# block 1

block_1/clk_routes.png
(2 px per um)
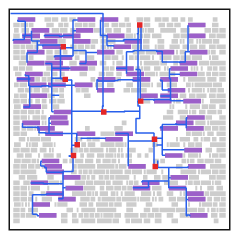

--- config.mk ---
export PLATFORM = sky130hd
export DESIGN_NAME = evo_csr_arbiter
export DESIGN_NICKNAME = d
export VERILOG_FILES = /design/src/rtl/evo_csr_arbiter.sv
export SDC_FILE = /design/constraint.sdc
export NUM_CORES = 1
export LEC_CHECK = 0
export CORE_UTILIZATION = 40
export CTS_BUF_LIST = sky130_fd_sc_hd__clkbuf_4
export CTS_CLUSTER_SIZE = 14
export DETAILED_ROUTE_END_ITERATION = 8
export PLACE_DENSITY = 0.83
export SYNTH_ARGS = -nofsm -noshare
export SYNTH_HDL_FRONTEND = slang
export SYNTH_SLANG_ARGS = --single-unit
--- constraint.sdc ---
create_clock -name clk -period 3.1 [get_ports clk]
set_clock_uncertainty 0.2 [all_clocks]
set_input_delay 0.775 -clock clk [delete_from_list [all_inputs] [get_ports clk]]
set_output_delay 0.775 -clock clk [all_outputs]
set_load 0.1 [all_outputs]
--- src/rtl/evo_csr_arbiter.sv ---
// Round-robin arbiter sharing one CSR register bus between NUM_REQ requesters.
// One command in flight at a time: grant, strobe, optional read wait, completion pulse.
module evo_csr_arbiter #(
  parameter int NUM_REQ    = 3,
  parameter int AWIDTH     = 12,
  parameter int DWIDTH     = 32,
  parameter int RD_LATENCY = 1
) (
  input  logic                      clk,
  input  logic                      rstn,
  input  logic [NUM_REQ-1:0]        req_valid,
  input  logic [NUM_REQ-1:0]        req_we,
  input  logic [NUM_REQ*AWIDTH-1:0] req_addr,
  input  logic [NUM_REQ*DWIDTH-1:0] req_wdata,
  output logic [NUM_REQ-1:0]        req_ready,
  output logic [NUM_REQ-1:0]        rsp_valid,
  output logic [DWIDTH-1:0]         rsp_rdata,
  output logic                      csr_rd,
  output logic                      csr_wr,
  output logic [AWIDTH-1:0]         csr_addr,
  output logic [DWIDTH-1:0]         csr_wdata,
  input  logic [DWIDTH-1:0]         csr_rdata,
  output logic                      busy
);

  localparam int IW = (NUM_REQ > 1) ? $clog2(NUM_REQ) : 1;
  localparam int CW = $clog2(RD_LATENCY + 1);

  if (NUM_REQ < 2 || NUM_REQ > 8 || RD_LATENCY < 1 || RD_LATENCY > 4) begin : g_bad_param
    $error("evo_csr_arbiter: NUM_REQ must be 2..8 and RD_LATENCY must be 1..4");
  end

  typedef enum logic [1:0] {IDLE, ISSUE, WAIT, RESP} state_t;

  state_t          state;
  state_t          state_next;
  logic [IW-1:0]   last;
  logic [IW-1:0]   win;
  logic [IW-1:0]   win_q;
  logic            found;
  logic            we_q;
  logic [CW-1:0]   cnt;

  // Search starts just after the previous winner and wraps, so priority rotates.
  always_comb begin
    int            idx;
    logic [IW-1:0] pos;
    found = 1'b0;
    win   = last;
    idx   = 0;
    pos   = '0;
    for (int k = 1; k <= NUM_REQ; k++) begin
      idx = int'(last) + k;
      if (idx >= NUM_REQ) idx = idx - NUM_REQ;
      pos = IW'(idx);
      if (!found && req_valid[pos]) begin
        found = 1'b1;
        win   = pos;
      end
    end
  end

  always_ff @(posedge clk or negedge rstn) begin
    if (!rstn) state <= IDLE;
    else       state <= state_next;
  end

  always_comb begin
    state_next = state;
    req_ready  = '0;
    rsp_valid  = '0;
    csr_wr     = 1'b0;
    csr_rd     = 1'b0;
    busy       = (state != IDLE);
    case (state)
      IDLE: begin
        // Gated by rstn so no grant leaks out combinationally while held in reset.
        if (found && rstn) req_ready[win] = 1'b1;
        if (found) state_next = ISSUE;
      end
      ISSUE: begin
        csr_wr     = we_q;
        csr_rd     = !we_q;
        state_next = we_q ? RESP : WAIT;
      end
      WAIT: begin
        if (cnt == '0) state_next = RESP;
      end
      RESP: begin
        rsp_valid[win_q] = 1'b1;
        state_next       = IDLE;
      end
      default: state_next = IDLE;
    endcase
  end

  always_ff @(posedge clk or negedge rstn) begin
    if (!rstn) begin
      last      <= IW'(NUM_REQ - 1);
      win_q     <= '0;
      we_q      <= 1'b0;
      csr_addr  <= '0;
      csr_wdata <= '0;
      cnt       <= '0;
      rsp_rdata <= '0;
    end else begin
      case (state)
        IDLE: begin
          if (found) begin
            last      <= win;
            win_q     <= win;
            we_q      <= req_we[win];
            csr_addr  <= req_addr[int'(win)*AWIDTH +: AWIDTH];
            csr_wdata <= req_wdata[int'(win)*DWIDTH +: DWIDTH];
          end
        end
        ISSUE: cnt <= CW'(RD_LATENCY - 1);
        WAIT: begin
          if (cnt == '0) rsp_rdata <= csr_rdata;
          else           cnt <= cnt - 1'b1;
        end
        default: ;
      endcase
    end
  end

endmodule

# block 2

[config.mk]
export PLATFORM = sky130hd
export DESIGN_NAME = cia_serial_fifo
export DESIGN_NICKNAME = d
export VERILOG_FILES = /design/src/rtl/cia_pkg.sv /design/src/rtl/cia_fifo.sv /design/src/rtl/cia_serial_fifo.sv
export SDC_FILE = /design/constraint.sdc
export NUM_CORES = 1
export LEC_CHECK = 0
export ABC_AREA = 1
export CORE_ASPECT_RATIO = 0.75
export CORE_MARGIN = 2
export CORE_UTILIZATION = 60
export DETAILED_ROUTE_END_ITERATION = 10
export DONT_BUFFER_PORTS = 1
export PLACE_DENSITY_LB_ADDON = 0.25
export SKIP_LAST_GASP = 1
export SLEW_MARGIN = 20
export SYNTH_ARGS = -nofsm -noshare
export SYNTH_HDL_FRONTEND = slang
export SYNTH_SLANG_ARGS = --single-unit
[constraint.sdc]
create_clock -name clk -period 2.57 [get_ports clk]
set_input_delay 0.514 -clock clk [delete_from_list [all_inputs] [get_ports clk]]
set_output_delay 0.514 -clock clk [all_outputs]
set_load 0.02 [all_outputs]
[src/rtl/cia_pkg.sv]
// rtl/cia_pkg.sv - shared constants and types for the buffered CIA serial port
// Contents: REG_SDR register address and a default-width serial word type.
package cia_pkg;
  localparam logic [3:0] REG_SDR = 4'hC;
  localparam int DW_DEF = 8;
  typedef logic [DW_DEF-1:0] word_t;
endpackage

[src/rtl/cia_fifo.sv]
// rtl/cia_fifo.sv - synchronous FIFO used for the serial port TX and RX queues
// Ports: clk, res (sync active-high), clr (sync flush), push/din, pop/dout,
//        empty, full. A push while full is dropped unless a pop happens in the
//        same cycle, in which case both take effect.
module cia_fifo
  import cia_pkg::*;
#(
  parameter int W     = 8,
  parameter int DEPTH = 4
) (
  input  logic         clk,
  input  logic         res,
  input  logic         clr,
  input  logic         push,
  input  logic         pop,
  input  logic [W-1:0] din,
  output logic [W-1:0] dout,
  output logic         empty,
  output logic         full
);
  localparam int AW = $clog2(DEPTH);

  logic [W-1:0] mem [DEPTH];
  logic [AW:0]  wp, rp;
  logic         do_push, do_pop;

  assign empty   = (wp == rp);
  // extra pointer bit distinguishes full from empty when the indices match
  assign full    = (wp[AW] != rp[AW]) && (wp[AW-1:0] == rp[AW-1:0]);
  assign do_pop  = pop & ~empty;
  assign do_push = push & (~full | do_pop);
  assign dout    = mem[rp[AW-1:0]];

  always_ff @(posedge clk) begin
    if (res || clr) begin
      wp <= '0;
      rp <= '0;
    end else begin
      if (do_push) wp <= wp + 1'b1;
      if (do_pop)  rp <= rp + 1'b1;
    end
  end

  always_ff @(posedge clk) begin
    if (do_push) mem[wp[AW-1:0]] <= din;
  end
endmodule

[src/rtl/cia_serial_fifo.sv]
// rtl/cia_serial_fifo.sv - buffered CIA serial data port with TX/RX FIFOs
// Ports: clk/res; phi2_up/phi2_dn strobes; we/re/addr/data register access;
//        txmode, lsb_first, ta_int, cnt_up, sp_in controls and pad inputs;
//        regs (SDR read value), cnt_out/sp_out pad drives, sp_int word pulse,
//        tx_empty, rx_full, overrun status.
module cia_serial_fifo
  import cia_pkg::*;
#(
  parameter int DW    = 8,
  parameter int DEPTH = 4
) (
  input  logic          clk,
  input  logic          res,
  input  logic          phi2_up,
  input  logic          phi2_dn,
  input  logic          we,
  input  logic          re,
  input  logic [3:0]    addr,
  input  logic [DW-1:0] data,
  input  logic          txmode,
  input  logic          lsb_first,
  input  logic          ta_int,
  input  logic          cnt_up,
  input  logic          sp_in,
  output logic [DW-1:0] regs,
  output logic          cnt_out,
  output logic          sp_out,
  output logic          sp_int,
  output logic          tx_empty,
  output logic          rx_full,
  output logic          overrun
);
  localparam int CW = $clog2(DW) + 1;

  logic          mode_q, clr, wr_sdr, rd_sdr;
  logic [DW-1:0] hold_q, last_rx_q;

  logic          tx_push, tx_pop, tx_fifo_empty, tx_fifo_full;
  logic [DW-1:0] tx_dout, tx_sh;
  logic [CW-1:0] tx_cnt;
  logic          tx_active, osc, tick, bit_clk, tx_done, tx_load;

  logic          rx_push, rx_pop, rx_fifo_empty, rx_sample, rx_done;
  logic [DW-1:0] rx_dout, rx_sh, rx_next;
  logic [CW-1:0] rx_cnt;

  assign clr    = phi2_dn & (txmode != mode_q);
  assign wr_sdr = phi2_dn & we & (addr == REG_SDR) & ~clr;
  assign rd_sdr = phi2_dn & re & (addr == REG_SDR) & ~clr;

  // Timer A underflows are aligned with the PHI2 rising edge.
  assign tick    = ta_int & phi2_up & txmode & (tx_active | osc);
  assign bit_clk = tick & ~osc;
  // A word ends on the CNT rising edge that samples its last bit, so the
  // next word's first bit is on SP before the following CNT fall.
  assign tx_done = tick & osc & (tx_cnt == CW'(DW));
  assign tx_load = txmode & phi2_up & ~clr & ~tx_fifo_empty & (~tx_active | tx_done);
  assign tx_push = wr_sdr & txmode & ~tx_fifo_full;
  assign tx_pop  = tx_load;

  assign rx_sample = phi2_up & cnt_up & ~txmode & ~clr;
  assign rx_next   = lsb_first ? {sp_in, rx_sh[DW-1:1]} : {rx_sh[DW-2:0], sp_in};
  assign rx_done   = rx_sample & (rx_cnt == CW'(DW - 1));
  assign rx_push   = rx_done;
  assign rx_pop    = rd_sdr & ~rx_fifo_empty;

  cia_fifo #(.W(DW), .DEPTH(DEPTH)) u_tx_fifo (
    .clk(clk), .res(res), .clr(clr), .push(tx_push), .pop(tx_pop),
    .din(data), .dout(tx_dout), .empty(tx_fifo_empty), .full(tx_fifo_full)
  );

  cia_fifo #(.W(DW), .DEPTH(DEPTH)) u_rx_fifo (
    .clk(clk), .res(res), .clr(clr), .push(rx_push), .pop(rx_pop),
    .din(rx_next), .dout(rx_dout), .empty(rx_fifo_empty), .full(rx_full)
  );

  // tx_cnt counts bit clocks in the current word; the first one only opens
  // the bit-0 period, every later one advances to the next bit.
  always_ff @(posedge clk) begin
    if (res || clr) begin
      osc       <= 1'b0;
      tx_active <= 1'b0;
      tx_sh     <= '0;
      tx_cnt    <= '0;
    end else begin
      if (tick) osc <= ~osc;
      if (tx_load) begin
        tx_active <= 1'b1;
        tx_sh     <= tx_dout;
        tx_cnt    <= '0;
      end else if (tx_done) begin
        tx_active <= 1'b0;
        tx_cnt    <= '0;
      end else if (bit_clk) begin
        tx_cnt <= tx_cnt + 1'b1;
        if (tx_cnt != '0) tx_sh <= lsb_first ? (tx_sh >> 1) : (tx_sh << 1);
      end
    end
  end

  always_ff @(posedge clk) begin
    if (res || clr) begin
      rx_sh  <= '0;
      rx_cnt <= '0;
    end else if (rx_sample) begin
      rx_sh  <= rx_next;
      rx_cnt <= rx_done ? '0 : rx_cnt + 1'b1;
    end
  end

  always_ff @(posedge clk) begin
    if (res) begin
      mode_q    <= 1'b0;
      hold_q    <= '0;
      last_rx_q <= '0;
      sp_int    <= 1'b0;
      overrun   <= 1'b0;
    end else begin
      if (phi2_dn) mode_q <= txmode;
      if (clr) begin
        hold_q    <= '0;
        last_rx_q <= '0;
        sp_int    <= 1'b0;
      end else begin
        if (wr_sdr)  hold_q    <= data;
        if (rx_pop)  last_rx_q <= rx_dout;
        if (phi2_up) sp_int    <= tx_done | rx_done;
      end
      // overrun survives a mode change; only a read clears it
      if (rx_done & rx_full & ~rx_pop) overrun <= 1'b1;
      else if (rd_sdr)                 overrun <= 1'b0;
    end
  end

  assign regs     = txmode ? hold_q : (rx_fifo_empty ? last_rx_q : rx_dout);
  assign cnt_out  = txmode ? ~osc : 1'b1;
  assign sp_out   = (txmode & tx_active) ? (lsb_first ? tx_sh[0] : tx_sh[DW-1]) : 1'b1;
  assign tx_empty = tx_fifo_empty & ~tx_active;
endmodule
# block 3

[src/rtl/cpu_params_pkg.sv]
`default_nettype none
// ============================================================================
// Module      : cpu_params_pkg
// Description : CPU-wide parameters shared by the internal I/O blocks.
//               Holds the internal I/O address window, the CLINT-style timer
//               base addresses, the timer register word offsets, the 64-bit
//               timer type, and a byte-enable merge helper.
// Revision    : 1.0 - initial release
// ============================================================================
package cpu_params_pkg;

  // Internal I/O window and per-block base addresses
  localparam logic [31:0] Int_IO_Addr_Lo     = 32'h0200_0000;
  localparam logic [31:0] Int_IO_Addr_Hi     = 32'h0200_2007;
  localparam logic [31:0] MSIP_Base_Addr     = 32'h0200_0000;
  localparam logic [31:0] MTIME_Base_Addr    = 32'h0200_1000;
  localparam logic [31:0] MTIMECMP_Base_Addr = 32'h0200_2000;

  // Word offsets of the timer registers from their base addresses
  localparam logic [31:0] MSIP_OFS        = 32'h0000_0000;
  localparam logic [31:0] MTIME_LO_OFS    = 32'h0000_0000;
  localparam logic [31:0] MTIME_HI_OFS    = 32'h0000_0004;
  localparam logic [31:0] MTIMECMP_LO_OFS = 32'h0000_0000;
  localparam logic [31:0] MTIMECMP_HI_OFS = 32'h0000_0004;

  // Width of the mtime prescale counter (PRESCALE is at most 65535)
  localparam int PRESCALE_W = 16;

  typedef logic [63:0] timer_t;

  // Register selected by the current access address
  typedef enum logic [2:0] {
    SEL_NONE     = 3'd0,
    SEL_MSIP     = 3'd1,
    SEL_MTIME_LO = 3'd2,
    SEL_MTIME_HI = 3'd3,
    SEL_CMP_LO   = 3'd4,
    SEL_CMP_HI   = 3'd5
  } reg_sel_e;

  // Replace only the byte lanes whose enable bit is set
  function automatic logic [31:0] merge_bytes(input logic [31:0] old_word,
                                              input logic [31:0] new_word,
                                              input logic [3:0]  be);
    logic [31:0] result;
    result = old_word;
    for (int i = 0; i < 4; i++) begin
      if (be[i]) result[8*i +: 8] = new_word[8*i +: 8];
    end
    return result;
  endfunction

endpackage : cpu_params_pkg
`default_nettype wire

[src/rtl/mtime_counter.sv]
`default_nettype none
// ============================================================================
// Module      : mtime_counter
// Description : Prescaler plus 64-bit free-running mtime counter with a
//               parallel load port. mtime advances by one on each cycle the
//               prescaler wraps (PRESCALE clk_in cycles per tick). A load
//               overrides the increment and restarts the prescale phase.
// Ports       : clk_in      - clock
//               reset_in_n  - asynchronous active-low reset
//               load_en     - load load_value into mtime this cycle
//               load_value  - full 64-bit value to load
//               mtime_out   - current mtime
// Revision    : 1.0 - initial release
// ============================================================================
module mtime_counter
  import cpu_params_pkg::*;
#(
  parameter int unsigned PRESCALE = 1
) (
  input  logic   clk_in,
  input  logic   reset_in_n,
  input  logic   load_en,
  input  timer_t load_value,
  output timer_t mtime_out
);

  localparam logic [PRESCALE_W-1:0] c_PRESC_LAST = PRESCALE_W'(PRESCALE - 1);

  logic [PRESCALE_W-1:0] r_presc;
  timer_t                r_mtime;
  logic                  w_wrap;

  // With PRESCALE=1 the prescaler sits at 0 and wraps every cycle
  assign w_wrap = (r_presc == c_PRESC_LAST);

  always_ff @(posedge clk_in or negedge reset_in_n) begin
    if (!reset_in_n) begin
      r_presc <= '0;
      r_mtime <= '0;
    end else if (load_en) begin
      // A software write wins over the tick and restarts the phase
      r_presc <= '0;
      r_mtime <= load_value;
    end else if (w_wrap) begin
      r_presc <= '0;
      r_mtime <= r_mtime + 64'd1;   // wraps from all-ones to zero silently
    end else begin
      r_presc <= r_presc + PRESCALE_W'(1);
    end
  end

  assign mtime_out = r_mtime;

endmodule : mtime_counter
`default_nettype wire

[src/rtl/mtimer_io.sv]
`default_nettype none
// ============================================================================
// Module      : mtimer_io
// Description : Machine timer / software interrupt block on the internal
//               I/O bus. Decodes MSIP, mtime lo/hi and mtimecmp lo/hi word
//               accesses, completes each with a one-cycle ack pulse the
//               cycle after acceptance, and drives registered mtip/msip.
// Ports       : clk_in, reset_in_n      - clock, async active-low reset
//               req_in, wr_in           - access request, 1=store 0=load
//               addr_in, wdata_in, be_in- byte address, store data, enables
//               ack_out                 - one-cycle completion pulse
//               rdata_out, fault_out    - load data / access fault with ack
//               mtip_out, msip_out      - timer / software interrupt pending
// Revision    : 1.0 - initial release
// ============================================================================
module mtimer_io
  import cpu_params_pkg::*;
#(
  parameter logic [31:0] MSIP_ADDR     = MSIP_Base_Addr,
  parameter logic [31:0] MTIME_ADDR    = MTIME_Base_Addr,
  parameter logic [31:0] MTIMECMP_ADDR = MTIMECMP_Base_Addr,
  parameter int unsigned PRESCALE      = 1
) (
  input  logic        clk_in,
  input  logic        reset_in_n,
  input  logic        req_in,
  input  logic        wr_in,
  input  logic [31:0] addr_in,
  input  logic [31:0] wdata_in,
  input  logic [3:0]  be_in,
  output logic        ack_out,
  output logic [31:0] rdata_out,
  output logic        fault_out,
  output logic        mtip_out,
  output logic        msip_out
);

  logic        r_ack;
  logic [31:0] r_rdata;
  logic        r_fault;
  logic        r_mtip;
  logic        r_msip;
  timer_t      r_mtimecmp;

  reg_sel_e    w_sel;
  logic        w_accept;
  logic        w_bad;
  logic        w_wr;
  logic [31:0] w_rd_data;
  timer_t      w_mtime;
  logic        w_mtime_load;
  timer_t      w_mtime_value;

  // A request arriving while the previous ack is showing is dropped; the
  // requester re-presents it, so only one access is ever in flight.
  assign w_accept = req_in & ~r_ack;

  // Address decode: only exact, word-aligned register addresses select
  always_comb begin
    w_sel = SEL_NONE;
    if (addr_in[1:0] == 2'b00) begin
      if (addr_in == MSIP_ADDR + MSIP_OFS)                 w_sel = SEL_MSIP;
      else if (addr_in == MTIME_ADDR + MTIME_LO_OFS)       w_sel = SEL_MTIME_LO;
      else if (addr_in == MTIME_ADDR + MTIME_HI_OFS)       w_sel = SEL_MTIME_HI;
      else if (addr_in == MTIMECMP_ADDR + MTIMECMP_LO_OFS) w_sel = SEL_CMP_LO;
      else if (addr_in == MTIMECMP_ADDR + MTIMECMP_HI_OFS) w_sel = SEL_CMP_HI;
    end
  end

  assign w_bad = (w_sel == SEL_NONE);
  // be_in=0 completes normally but leaves every register untouched
  assign w_wr  = w_accept & wr_in & ~w_bad & (|be_in);

  // Load data reflects register contents before this edge's update
  always_comb begin
    w_rd_data = '0;
    case (w_sel)
      SEL_MSIP:     w_rd_data = {31'd0, r_msip};
      SEL_MTIME_LO: w_rd_data = w_mtime[31:0];
      SEL_MTIME_HI: w_rd_data = w_mtime[63:32];
      SEL_CMP_LO:   w_rd_data = r_mtimecmp[31:0];
      SEL_CMP_HI:   w_rd_data = r_mtimecmp[63:32];
      default:      w_rd_data = '0;
    endcase
  end

  // A half-word store rebuilds the full 64-bit value; the other half is
  // taken as-is, so no carry crosses between halves.
  assign w_mtime_load = w_wr & ((w_sel == SEL_MTIME_LO) | (w_sel == SEL_MTIME_HI));

  always_comb begin
    w_mtime_value = w_mtime;
    if (w_sel == SEL_MTIME_HI)
      w_mtime_value[63:32] = merge_bytes(w_mtime[63:32], wdata_in, be_in);
    else
      w_mtime_value[31:0]  = merge_bytes(w_mtime[31:0], wdata_in, be_in);
  end

  mtime_counter #(
    .PRESCALE   (PRESCALE)
  ) u_mtime_counter (
    .clk_in     (clk_in),
    .reset_in_n (reset_in_n),
    .load_en    (w_mtime_load),
    .load_value (w_mtime_value),
    .mtime_out  (w_mtime)
  );

  always_ff @(posedge clk_in or negedge reset_in_n) begin
    if (!reset_in_n) begin
      r_ack      <= 1'b0;
      r_rdata    <= '0;
      r_fault    <= 1'b0;
      r_mtip     <= 1'b0;
      r_msip     <= 1'b0;
      r_mtimecmp <= '1;
    end else begin
      r_ack   <= w_accept;
      r_fault <= w_accept & w_bad;
      r_rdata <= (w_accept & ~wr_in & ~w_bad) ? w_rd_data : '0;

      // Compare the settled registers, so a mtimecmp store shows on mtip
      // one cycle after its ack and an mtime tick one cycle after it lands.
      r_mtip  <= (w_mtime >= r_mtimecmp);

      if (w_wr && (w_sel == SEL_MSIP) && be_in[0])
        r_msip <= wdata_in[0];
      if (w_wr && (w_sel == SEL_CMP_LO))
        r_mtimecmp[31:0]  <= merge_bytes(r_mtimecmp[31:0], wdata_in, be_in);
      if (w_wr && (w_sel == SEL_CMP_HI))
        r_mtimecmp[63:32] <= merge_bytes(r_mtimecmp[63:32], wdata_in, be_in);
    end
  end

  assign ack_out   = r_ack;
  assign rdata_out = r_rdata;
  assign fault_out = r_fault;
  assign mtip_out  = r_mtip;
  assign msip_out  = r_msip;

endmodule : mtimer_io
`default_nettype wire
[config.mk]
export PLATFORM = sky130hd
export DESIGN_NAME = mtimer_io
export DESIGN_NICKNAME = d
export VERILOG_FILES = /design/src/rtl/cpu_params_pkg.sv /design/src/rtl/mtime_counter.sv /design/src/rtl/mtimer_io.sv
export SDC_FILE = /design/constraint.sdc
export NUM_CORES = 1
export LEC_CHECK = 0
export CORE_MARGIN = 1
export CORE_UTILIZATION = 55
export CTS_CLUSTER_DIAMETER = 60
export DETAILED_ROUTE_END_ITERATION = 16
export HOLD_SLACK_MARGIN = 0.05
export PLACE_DENSITY = 0.77
export SYNTH_ARGS = -nofsm -noshare
export SYNTH_HDL_FRONTEND = slang
export SYNTH_HIERARCHICAL = 1
export SYNTH_SLANG_ARGS = --single-unit
[constraint.sdc]
create_clock -name clk_in -period 3.18 [get_ports clk_in]
set_input_delay 0.795 -clock clk_in [delete_from_list [all_inputs] [get_ports clk_in]]
set_output_delay 0.795 -clock clk_in [all_outputs]
set_load 0.02 [all_outputs]
# block 4

===== src/rtl/crc_64_rx_buf.sv =====
`default_nettype none
// +----------------------------------------------------------------------------+
// | Module      : crc_64_rx_buf                                                |
// | Description : Receive buffer and error monitor behind the CRC-6 codeword   |
// |               decoder. Error-free words go into a first-word-fall-through  |
// |               FIFO with a valid/ready output. Errored words are discarded  |
// |               and counted. A run of ERR_BURST consecutive errored words    |
// |               raises a single-cycle retransmit request.                    |
// | Revision    : 1.0 - initial release                                        |
// +----------------------------------------------------------------------------+
// | Ports                                                                      |
// |   clk, reset_n            clock, asynchronous active-low reset             |
// |   in_valid/in_data/       decoder word, valid flag and error flag          |
// |   in_haserr                                                                |
// |   out_valid/out_ready/    FIFO head handshake and data                     |
// |   out_data                                                                 |
// |   fifo_level              number of stored words                           |
// |   err_cnt, ovf_cnt        saturating errored-word / overflow-drop counts   |
// |   burst_alarm             sticky flag: a retry burst has occurred          |
// |   retry_req               one-cycle retransmit request                     |
// |   clr_stats               synchronous clear of counters and burst_alarm    |
// +----------------------------------------------------------------------------+
module crc_64_rx_buf #(
   parameter int DEPTH     = 4,
   parameter int CNT_W     = 16,
   parameter int ERR_BURST = 3
) (
   input  logic                     clk,
   input  logic                     reset_n,
   input  logic                     in_valid,
   input  logic [0:63]              in_data,
   input  logic                     in_haserr,
   output logic                     out_valid,
   input  logic                     out_ready,
   output logic [0:63]              out_data,
   output logic [$clog2(DEPTH):0]   fifo_level,
   output logic [CNT_W-1:0]         err_cnt,
   output logic [CNT_W-1:0]         ovf_cnt,
   output logic                     burst_alarm,
   output logic                     retry_req,
   input  logic                     clr_stats
);

   localparam int c_addr_w = $clog2(DEPTH);
   localparam int c_ptr_w  = c_addr_w + 1;
   localparam int c_run_w  = $clog2(ERR_BURST + 1);

   localparam logic [c_ptr_w-1:0] c_depth      = c_ptr_w'(DEPTH);
   localparam logic [CNT_W-1:0]   c_cnt_max    = '1;
   localparam logic [c_run_w-1:0] c_run_one    = c_run_w'(1);
   localparam logic [c_run_w-1:0] c_burst_full = c_run_w'(ERR_BURST);
   localparam logic [c_run_w-1:0] c_burst_last = c_run_w'(ERR_BURST - 1);

   typedef enum logic [1:0] {
      S_IDLE  = 2'd0,
      S_RUN   = 2'd1,
      S_ALARM = 2'd2
   } state_t;

   // ------------------------------------------------------------------------
   // FIFO storage and pointers
   // ------------------------------------------------------------------------
   logic [0:63]          r_mem [DEPTH];
   logic [c_ptr_w-1:0]   r_wr_ptr;
   logic [c_ptr_w-1:0]   r_rd_ptr;

   logic [c_ptr_w-1:0]   w_level;
   logic                 w_full;
   logic                 w_empty;
   logic                 w_pop;
   logic                 w_good;
   logic                 w_push;
   logic                 w_drop;
   logic                 w_err;

   // Pointers carry one extra bit so that equal low bits with differing MSBs
   // reads as full; the modulo-2*DEPTH difference is the fill level.
   assign w_level = r_wr_ptr - r_rd_ptr;
   assign w_full  = (w_level == c_depth);
   assign w_empty = (w_level == '0);

   assign w_pop   = ~w_empty & out_ready;
   assign w_good  = in_valid & ~in_haserr;
   assign w_err   = in_valid & in_haserr;
   // A full FIFO still accepts a word when the head leaves in the same cycle.
   assign w_push  = w_good & (~w_full | w_pop);
   assign w_drop  = w_good & w_full & ~w_pop;

   always_ff @(posedge clk or negedge reset_n) begin
      if (!reset_n) begin
         for (int i = 0; i < DEPTH; i++) begin
            r_mem[i] <= '0;
         end
      end else if (w_push) begin
         r_mem[r_wr_ptr[c_addr_w-1:0]] <= in_data;
      end
   end

   always_ff @(posedge clk or negedge reset_n) begin
      if (!reset_n) begin
         r_wr_ptr <= '0;
         r_rd_ptr <= '0;
      end else begin
         if (w_push) begin
            r_wr_ptr <= r_wr_ptr + 1'b1;
         end
         if (w_pop) begin
            r_rd_ptr <= r_rd_ptr + 1'b1;
         end
      end
   end

   // Head is read straight out of registered storage; memory is cleared on
   // reset so the head reads zero while nothing has been written.
   assign out_data   = r_mem[r_rd_ptr[c_addr_w-1:0]];
   assign out_valid  = ~w_empty;
   assign fifo_level = w_level;

   // ------------------------------------------------------------------------
   // Statistics counters (saturating, clear has priority)
   // ------------------------------------------------------------------------
   logic [CNT_W-1:0] r_err_cnt;
   logic [CNT_W-1:0] r_ovf_cnt;

   always_ff @(posedge clk or negedge reset_n) begin
      if (!reset_n) begin
         r_err_cnt <= '0;
         r_ovf_cnt <= '0;
      end else if (clr_stats) begin
         r_err_cnt <= '0;
         r_ovf_cnt <= '0;
      end else begin
         if (w_err && (r_err_cnt != c_cnt_max)) begin
            r_err_cnt <= r_err_cnt + 1'b1;
         end
         if (w_drop && (r_ovf_cnt != c_cnt_max)) begin
            r_ovf_cnt <= r_ovf_cnt + 1'b1;
         end
      end
   end

   assign err_cnt = r_err_cnt;
   assign ovf_cnt = r_ovf_cnt;

   // ------------------------------------------------------------------------
   // Burst detector FSM
   // ------------------------------------------------------------------------
   state_t               r_state;
   state_t               w_state_nxt;
   logic [c_run_w-1:0]   r_run_cnt;
   logic [c_run_w-1:0]   w_run_cnt_nxt;
   logic                 w_enter_alarm;
   logic                 r_retry_req;
   logic                 r_burst_alarm;

   always_ff @(posedge clk or negedge reset_n) begin
      if (!reset_n) begin
         r_state   <= S_IDLE;
         r_run_cnt <= '0;
      end else begin
         r_state   <= w_state_nxt;
         r_run_cnt <= w_run_cnt_nxt;
      end
   end

   always_comb begin
      w_state_nxt   = r_state;
      w_run_cnt_nxt = r_run_cnt;
      w_enter_alarm = 1'b0;
      if (in_valid) begin
         if (in_haserr) begin
            case (r_state)
               S_IDLE: begin
                  if (ERR_BURST == 1) begin
                     w_state_nxt   = S_ALARM;
                     w_run_cnt_nxt = c_burst_full;
                     w_enter_alarm = 1'b1;
                  end else begin
                     w_state_nxt   = S_RUN;
                     w_run_cnt_nxt = c_run_one;
                  end
               end
               S_RUN: begin
                  if (r_run_cnt == c_burst_last) begin
                     w_state_nxt   = S_ALARM;
                     w_run_cnt_nxt = c_burst_full;
                     w_enter_alarm = 1'b1;
                  end else begin
                     w_run_cnt_nxt = r_run_cnt + 1'b1;
                  end
               end
               S_ALARM: begin
                  // Continuing errors hold the alarm without a new pulse.
                  w_state_nxt   = S_ALARM;
               end
               default: begin
                  w_state_nxt   = S_IDLE;
                  w_run_cnt_nxt = '0;
               end
            endcase
         end else begin
            w_state_nxt   = S_IDLE;
            w_run_cnt_nxt = '0;
         end
      end
   end

   always_ff @(posedge clk or negedge reset_n) begin
      if (!reset_n) begin
         r_retry_req   <= 1'b0;
         r_burst_alarm <= 1'b0;
      end else begin
         r_retry_req <= w_enter_alarm;
         if (clr_stats) begin
            r_burst_alarm <= 1'b0;
         end else if (w_enter_alarm) begin
            r_burst_alarm <= 1'b1;
         end
      end
   end

   assign retry_req   = r_retry_req;
   assign burst_alarm = r_burst_alarm;

endmodule
`default_nettype wire


===== config.mk =====
export PLATFORM = sky130hd
export DESIGN_NAME = crc_64_rx_buf
export DESIGN_NICKNAME = d
export VERILOG_FILES = /design/src/rtl/crc_64_rx_buf.sv
export SDC_FILE = /design/constraint.sdc
export NUM_CORES = 1
export LEC_CHECK = 0
export CORE_ASPECT_RATIO = 1.25
export CORE_MARGIN = 8
export CORE_UTILIZATION = 50
export DETAILED_ROUTE_END_ITERATION = 8
export MAX_ROUTING_LAYER = met4
export PLACE_DENSITY = 0.76
export SETUP_SLACK_MARGIN = 0.15
export SLEW_MARGIN = 40
export SYNTH_ARGS = -nofsm -noshare
export SYNTH_HDL_FRONTEND = slang
export SYNTH_SLANG_ARGS = --single-unit

===== constraint.sdc =====
create_clock -name clk -period 2.8 [get_ports clk]
set_input_delay 0.28 -clock clk [delete_from_list [all_inputs] [get_ports clk]]
set_output_delay 0.28 -clock clk [all_outputs]
set_load 0.01 [all_outputs]


==> gallery <==
Routed clock nets over the placement.
Plate I
(1.5 px per um)
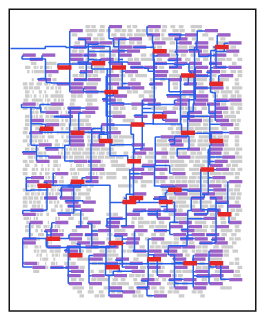
Plate II
(2 px per um)
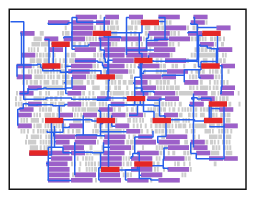
Plate III
(2 px per um)
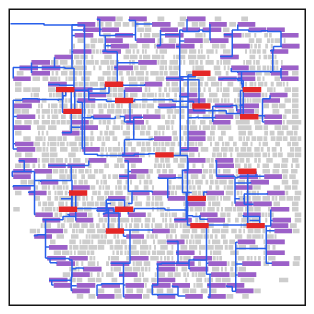
Of these, most sequential cells: Plate I
Of these, fewest sequential cells: Plate II
Plate I comes from block 4.
Plate III comes from block 3.
Plate II comes from block 2.

block_4/io_fan.png
(2 px per um)
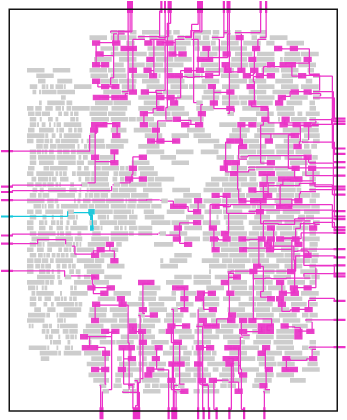
legend:
  magenta:
    port: in_data
    bits: 64
    direction: input
    end_cells: 256
    buffers: 64
    wire: 4,330 um
  cyan:
    port: out_ready
    bits: 1
    direction: input
    end_cells: 3
    buffers: 1
    wire: 48.3 um
Ports: 172
IO buf count: 171

==> notes.md, block 4 <==
run results: routed wl met3 roughly 2400 um, Mapped Cells a little under 900, WS Path Type flop to flop, Top cells excl fill/tap 298 x dfrtp_1, 265 x mux2_2, 140 x clkdlybuf4s50_1, 64 x mux4_2, 48 x clkbuf_16, top sig layer met4, setup ws final between 0.07 and 0.08 ns, R2R Setup Slk around 0.08 ns, register bit total from synthesis roughly 300, filler instances ~1,900, Max Clock Skew approximately 0.01 ns, WP data required 3.21 ns, post-detail-place hpwl between 15,000 and 20,000 um, placed insts approximately 1,400, Synth warnings 0, RR Startpoint r_rd_ptr[0], via count slightly below 9,000, Async SR Flop Fraction 1.00, count leader, synth dfrtp_1, period utilization 0.972, ao+oa area frac 0.0268, area leader, netlist dfrtp_1, syn nets about 1,000, largest net degree at the start of global routing roughly 67, Floorplan Utilization 0.507, Critical Path Sink Type flop, DRT Pass-1 Iters 5, status finished, final reports clean
==> block 4: layout make-up <==
cell class                      instances  area, sq um  share of cell area
Sequential cell                       300         7510               0.418
Clock inverter                         10          128             0.00710
Inverter                               11         41.3             0.00230
Antenna cell                            3         7.51            0.000417
Clock buffer                           43          851              0.0473
Tap cell                              345          432              0.0240
Timing Repair Buffer                  252         3060               0.170
Multi-Input combinational cell        529         5950               0.331
==> block 4: metal layers <==
metal  track usage  up-vias
li1              -     3816
met1         0.245     4655
met2         0.314      312
met3        0.0429       77
met4        0.0410        0
met5             -        -
==> block 4: timing repair <==
item,in CTS,in global routing
endpoints found under the hold margin,67,0
resized,25,74
gates cloned,2,30
setup buffers,10,7
pin swaps,2,10
endpoints found under the setup margin,66,323
hold buffers,1,0
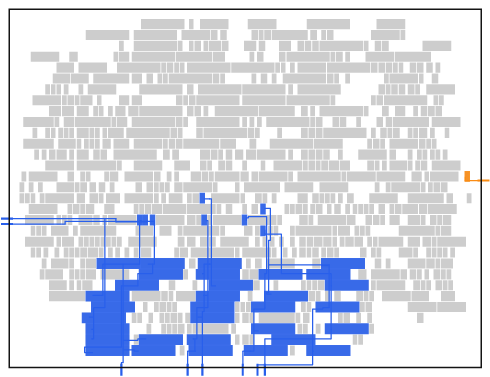
block_2/io_fan.png
(4 px per um)
legend:
  blue:
    port: data
    bits: 8
    direction: input
    end_cells: 40
    buffers: 0
    wire: 528 um
  orange:
    port: cnt_up
    bits: 1
    direction: input
    end_cells: 1
    buffers: 0
    wire: 4.30 um
Ports: 37
IO buf count: 0

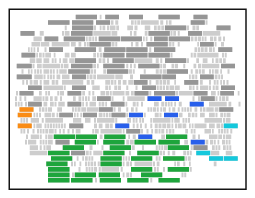
block_2/flops_by_reg.png
(2 px per um) Other sequential cells in the stronger grey, the rest of the logic in the fainter grey.
legend:
  orange:
    signal: u_tx_fifo.wp
    sequential_cells: 3
  blue:
    signal: tx_sh
    sequential_cells: 8
  green:
    signal: u_tx_fifo.mem
    sequential_cells: 32
  cyan:
    signal: tx_cnt
    sequential_cells: 4
    where: lower right
not coloured: 78
flop share of the area: 0.472
Post-Route Utilization: 0.698
FF+latch area: 3150 sq um

==> notes.md, block 2 <==
run results: vias in the first global route 4,215, area leader, netlist edfxtp_1, Commonest cells post-synth 139 x nand2_1, 94 x nor2_1, 81 x inv_1, die y size approximately 89 um, Inverters approximately 87, Distinct cells, synth 33, wl on met1 between 5000 and 6000 um, Via density around 5.6, WHS Endpoint overrun, period utilization 0.972, Comb gates 448, R2R Setup Slk 0.84 ns, Adder Area Share 0.0280, layout clock buffer count 21, clk slew on worst S/H paths ~0.050 ns, logic area between 2000 and 2500 sq um, setup ws final about 0.073 ns, number of antenna violations at the first check in global routing 0, Max-area cell class sequential cells, register area share after synthesis 0.541, Floorplan Utilization 0.609, status finished, final reports clean, max cap viols 0, post-route cell area about 6700 sq um, Synth Cell Area around 5800 sq um, gpl congestion ~0.85, crit-path cells xor2_4 > nor2_4 > inv_2 > nand3_1 > a21oi_1 > buf_4, Critical Path Sink Type output pin, post-route setup TNS 0 ns, start point of the worst hold path res, ao+oa area frac 0.0928, Num CTS Buffers 17, Finish-stage setup viols 0, met2 routed WL between 5000 and 6000 um, Worst Setup SP u_rx_fifo.wp[2], Remaining Overflow, GRT 0, via count 4,692, Largest stage delay, worst path ~0.46 ns, Async SR Flop Fraction 0, Top cells by area edfxtp_1 33%, dfxtp_1 21%, nand2_1 9.0%, placed instance area around 6000 sq um
==> block 2: timing repair <==
| action | 4_1_cts | 5_1_grt |
|---|---|---|
| pin swaps | 0 | 1 |
| cloned | 0 | 1 |
| setup buffers | 0 | 1 |
| endpoints found under the setup margin | 1 | 8 |
| resized | 1 | 10 |
==> block 2: metal layers <==
| metal | track usage | up-vias |
|---|---|---|
| met5 | 0 | - |
| met4 | 0.0821 | 0 |
| met3 | 0.110 | 30 |
| met2 | 0.415 | 246 |
| met1 | 0.354 | 2140 |
| li1 | - | 2276 |
==> block 2: state kept, by name (all words and copies together), names as in the netlist, named ones only <==
register,cells
hold_q,8
last_rx_q,8
mode_q,1
osc,1
overrun,1
rx_cnt,4
rx_sh,8
sp_int,1
tx_active,1
tx_cnt,4
tx_sh,8
u_rx_fifo.mem,32
u_rx_fifo.rp,3
u_rx_fifo.wp,3
u_tx_fifo.mem,32
u_tx_fifo.rp,3
u_tx_fifo.wp,3
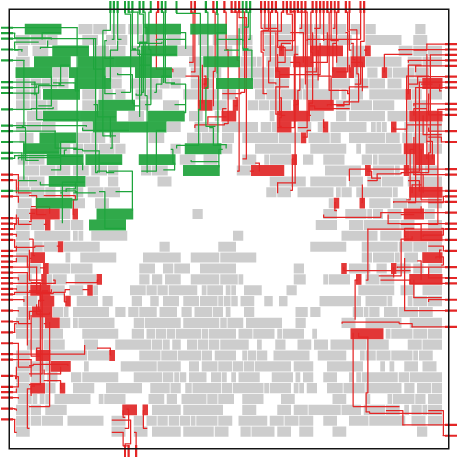
block_1/io_fan.png
(4 px per um)
legend:
  red:
    port: req_wdata
    bits: 96
    direction: input
    end_cells: 64
    buffers: 96
    wire: 2,230 um
  green:
    port: rsp_rdata
    bits: 32
    direction: output
    end_cells: 32
    buffers: 32
    wire: 1,130 um

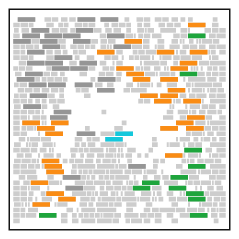
block_1/flops_by_reg.png
(2 px per um) Other sequential cells in the stronger grey, the rest of the logic in the fainter grey.
legend:
  orange:
    signal: csr_wdata
    sequential_cells: 32
  cyan:
    signal: state
    sequential_cells: 2
  green:
    signal: csr_addr
    sequential_cells: 12
flop share of the area: 0.260
FF+latch area: 2050 sq um
Post-Route Utilization: 0.717

## Picture notes: block_1/clk_routes.png
legend:
  purple:
    item: flip-flops
    count: 82
  red:
    item: clock drivers
    count: 9
  blue:
    item: clock wires
    length: 1,070 um
routed clock nets: 10
flops lie: spread over the die

==> notes.md, block 1 <==
run results: status complete, but fails checks, violated checks negative setup slack, Post-CTS Hold Buffers 1, CP Depth 8, Adder Area Share 0.0217, drt drc 0, average size of a mapped cell between 10 and 15 sq um, period utilization 1.16, crit-path cells clkdlybuf4s50_1 > nor3b_4 > a21oi_4 > buf_6 > a31oi_4 > buf_6 > and3_4 > buf_12, final wirelength 14,700 um, R2R depth 16, setup ws final -0.503 ns, worst min path class flop to flop, area grow syn2layout 71.1%, Die Wd 109 um, nets approximately 850, hold slack roughly 0.30 ns, Finish-stage setup viols 38, RR Startpoint last[1], routed wl met3 1200 um, Mapped Cells 380, Main logic family multiplexers, Ports ~260, post-cts sizing count 12, R2R Setup Slk -0.14 ns, Clock Tree Buf Depth 2, die y size between 100 and 150 um, Worst slew margin 0.335, fraction of layout cells with a size suffix above 1 0.417, post-detail-place hpwl between 10,000 and 15,000 um, Async SR Flop Fraction 1.00, Max-area cell class non-clock buffers, ao+oa area frac 0.177, number of enable flip-flop cells 0
-- block 1: flip-flops by register name (all words and copies together) (netlist names) --
register and cells:
we_q 1, win_q 1, csr_addr 12, csr_wdata 32, state 2, last 2
rsp_rdata 32
-- block 1: layout by cell type, fill, tap and decap left out, types with 5 or more instances in the layout --
cell type        count
inv_1               51
buf_4              111
mux2i_2             18
clkdlybuf4s50_1    170
mux2i_4             12
nand2_1             47
o221ai_2            43
mux2_2              34
dfrtp_1             81
mux2i_1             17
ha_1                 5
buf_6                8
clkbuf_4             9
buf_12               9
-- block 1: kinds of logic (layout without fill, tap and decap cells) --
family | Yosys count | in the layout
muxes | 83 | 83
DFF | 82 | 82
buffers and inverters | 77 | 371
and+or+nand+nor | 68 | 68
AOI/OAI and AO/OA | 62 | 62
adders and majority gates | 8 | 8
-- block 1: synthesized netlist by cell type (3+ instances only) --
master    number
mux2i_1       47
ha_1           8
nand2_1       47
mux2_2        35
buf_2          4
inv_1         53
buf_12         4
o221ai_1       6
dfrtp_1       81
a21oi_1        5
o221ai_2      41
buf_6         12
buf_1          3
nor2_1         5
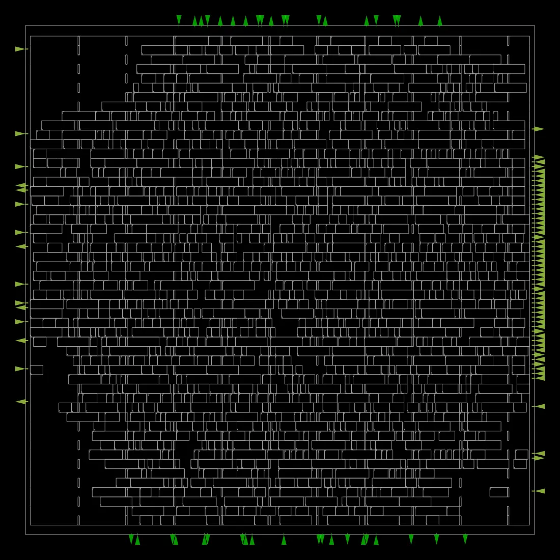
block_3/placement.png
Post-Route Utilization: 0.687
filler instances: 1,617
flop share of the area: 0.327
core box area: 20,400 sq um
n_taps: 270

==> notes.md, block 3 <==
run results: status finished, final reports clean, flip-flops ~180, Critical Path Sink Type flop, layout clock buffer count 19, placed insts around 1,600, Max-area cell class logic gates, drt drc 0, Ports 108, gpl congestion 0.901, Post-Synth XOR/XNOR Area 0.0302, Main logic family simple AND/OR/NAND/NOR gates, CP Max Fanout 9, area leader, netlist dfrtp_1, most numerous logic cell after layout dfrtp_1, cell count in the Yosys report between 1,000 and 1,500, Buffers, non-clock 190, Via density 6.21, placed instance area approximately 13,000 sq um, Clock Tree Buf Depth 2, WS Path Type flop to flop, cell row count about 52, register area share after synthesis 0.395, IO buf count about 110, area grow syn2layout 21.0%, Mapped Cells between 1,000 and 1,500, via count 10,200, Floorplan Utilization 0.568
-- block 3: final timing paths --
kind,start,endpoint,slack [ns]
setup / recovery,u_mtime_counter/mtime_out[0],u_mtime_counter/mtime_out[32],0.24
hold / removal,reset_in_n,rdata_out[3],0.36
setup reg to reg,u_mtime_counter/mtime_out[0],u_mtime_counter/mtime_out[32],0.24
hold reg to reg,u_mtime_counter/r_presc[0],u_mtime_counter/r_presc[0],0.53
max in group asynchronous,reset_in_n,r_mtimecmp[32],1.99
min in group clk_in,u_mtime_counter/r_presc[0],u_mtime_counter/r_presc[0],0.53
-- block 3: state kept, by name (all words and copies together) (netlist names) --
| name | count |
|---|---|
| fault_out | 1 |
| rdata_out | 32 |
| msip_out | 1 |
| ack_out | 1 |
| r_mtimecmp | 64 |
| u_mtime_counter/mtime_out | 64 |
| u_mtime_counter/r_presc | 16 |
| mtip_out | 1 |
-- block 3: worst max-delay path, cell delays in order, from the launching register on --
cell and delay (ns):
dfrtp_1 0.36, ha_1 0.29, nand3_1 0.16, or4_1 0.83, or3_1 0.52, buf_4 0.19
or3_1 0.34, a31oi_1 0.17


==> screenshots <==
Placement by cell class.
shot_01.png
(2 px per um)
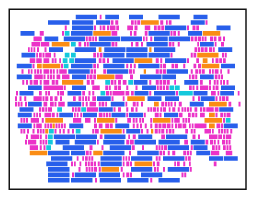
shot_02.png
(1.5 px per um)
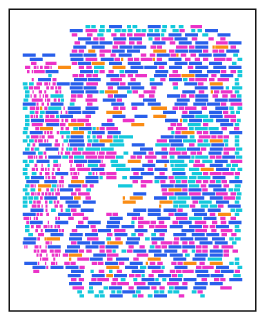
shot_03.png
(2 px per um)
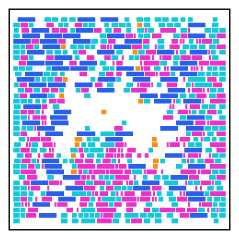
shot_04.png
(2 px per um)
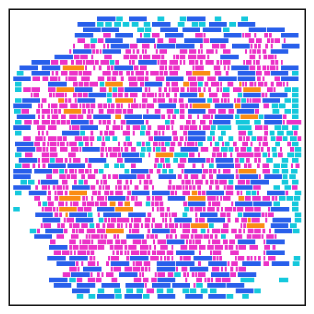
Of these, largest die: shot_02.png
shot_02.png is block 4.
shot_03.png is block 1.
shot_01.png is block 2.
shot_04.png is block 3.

Key to shot_02.png:
legend:
  orange:
    class: clock drivers and dummy loads
    cells: 53
    share_of_their_area: 5.6%
  cyan:
    class: other buffers and delay cells
    cells: 252
    share_of_their_area: 17%
  blue:
    class: flops
    cells: 300
    share_of_their_area: 43%
  magenta:
    class: combinational and other logic
    cells: 540
    share_of_their_area: 34%

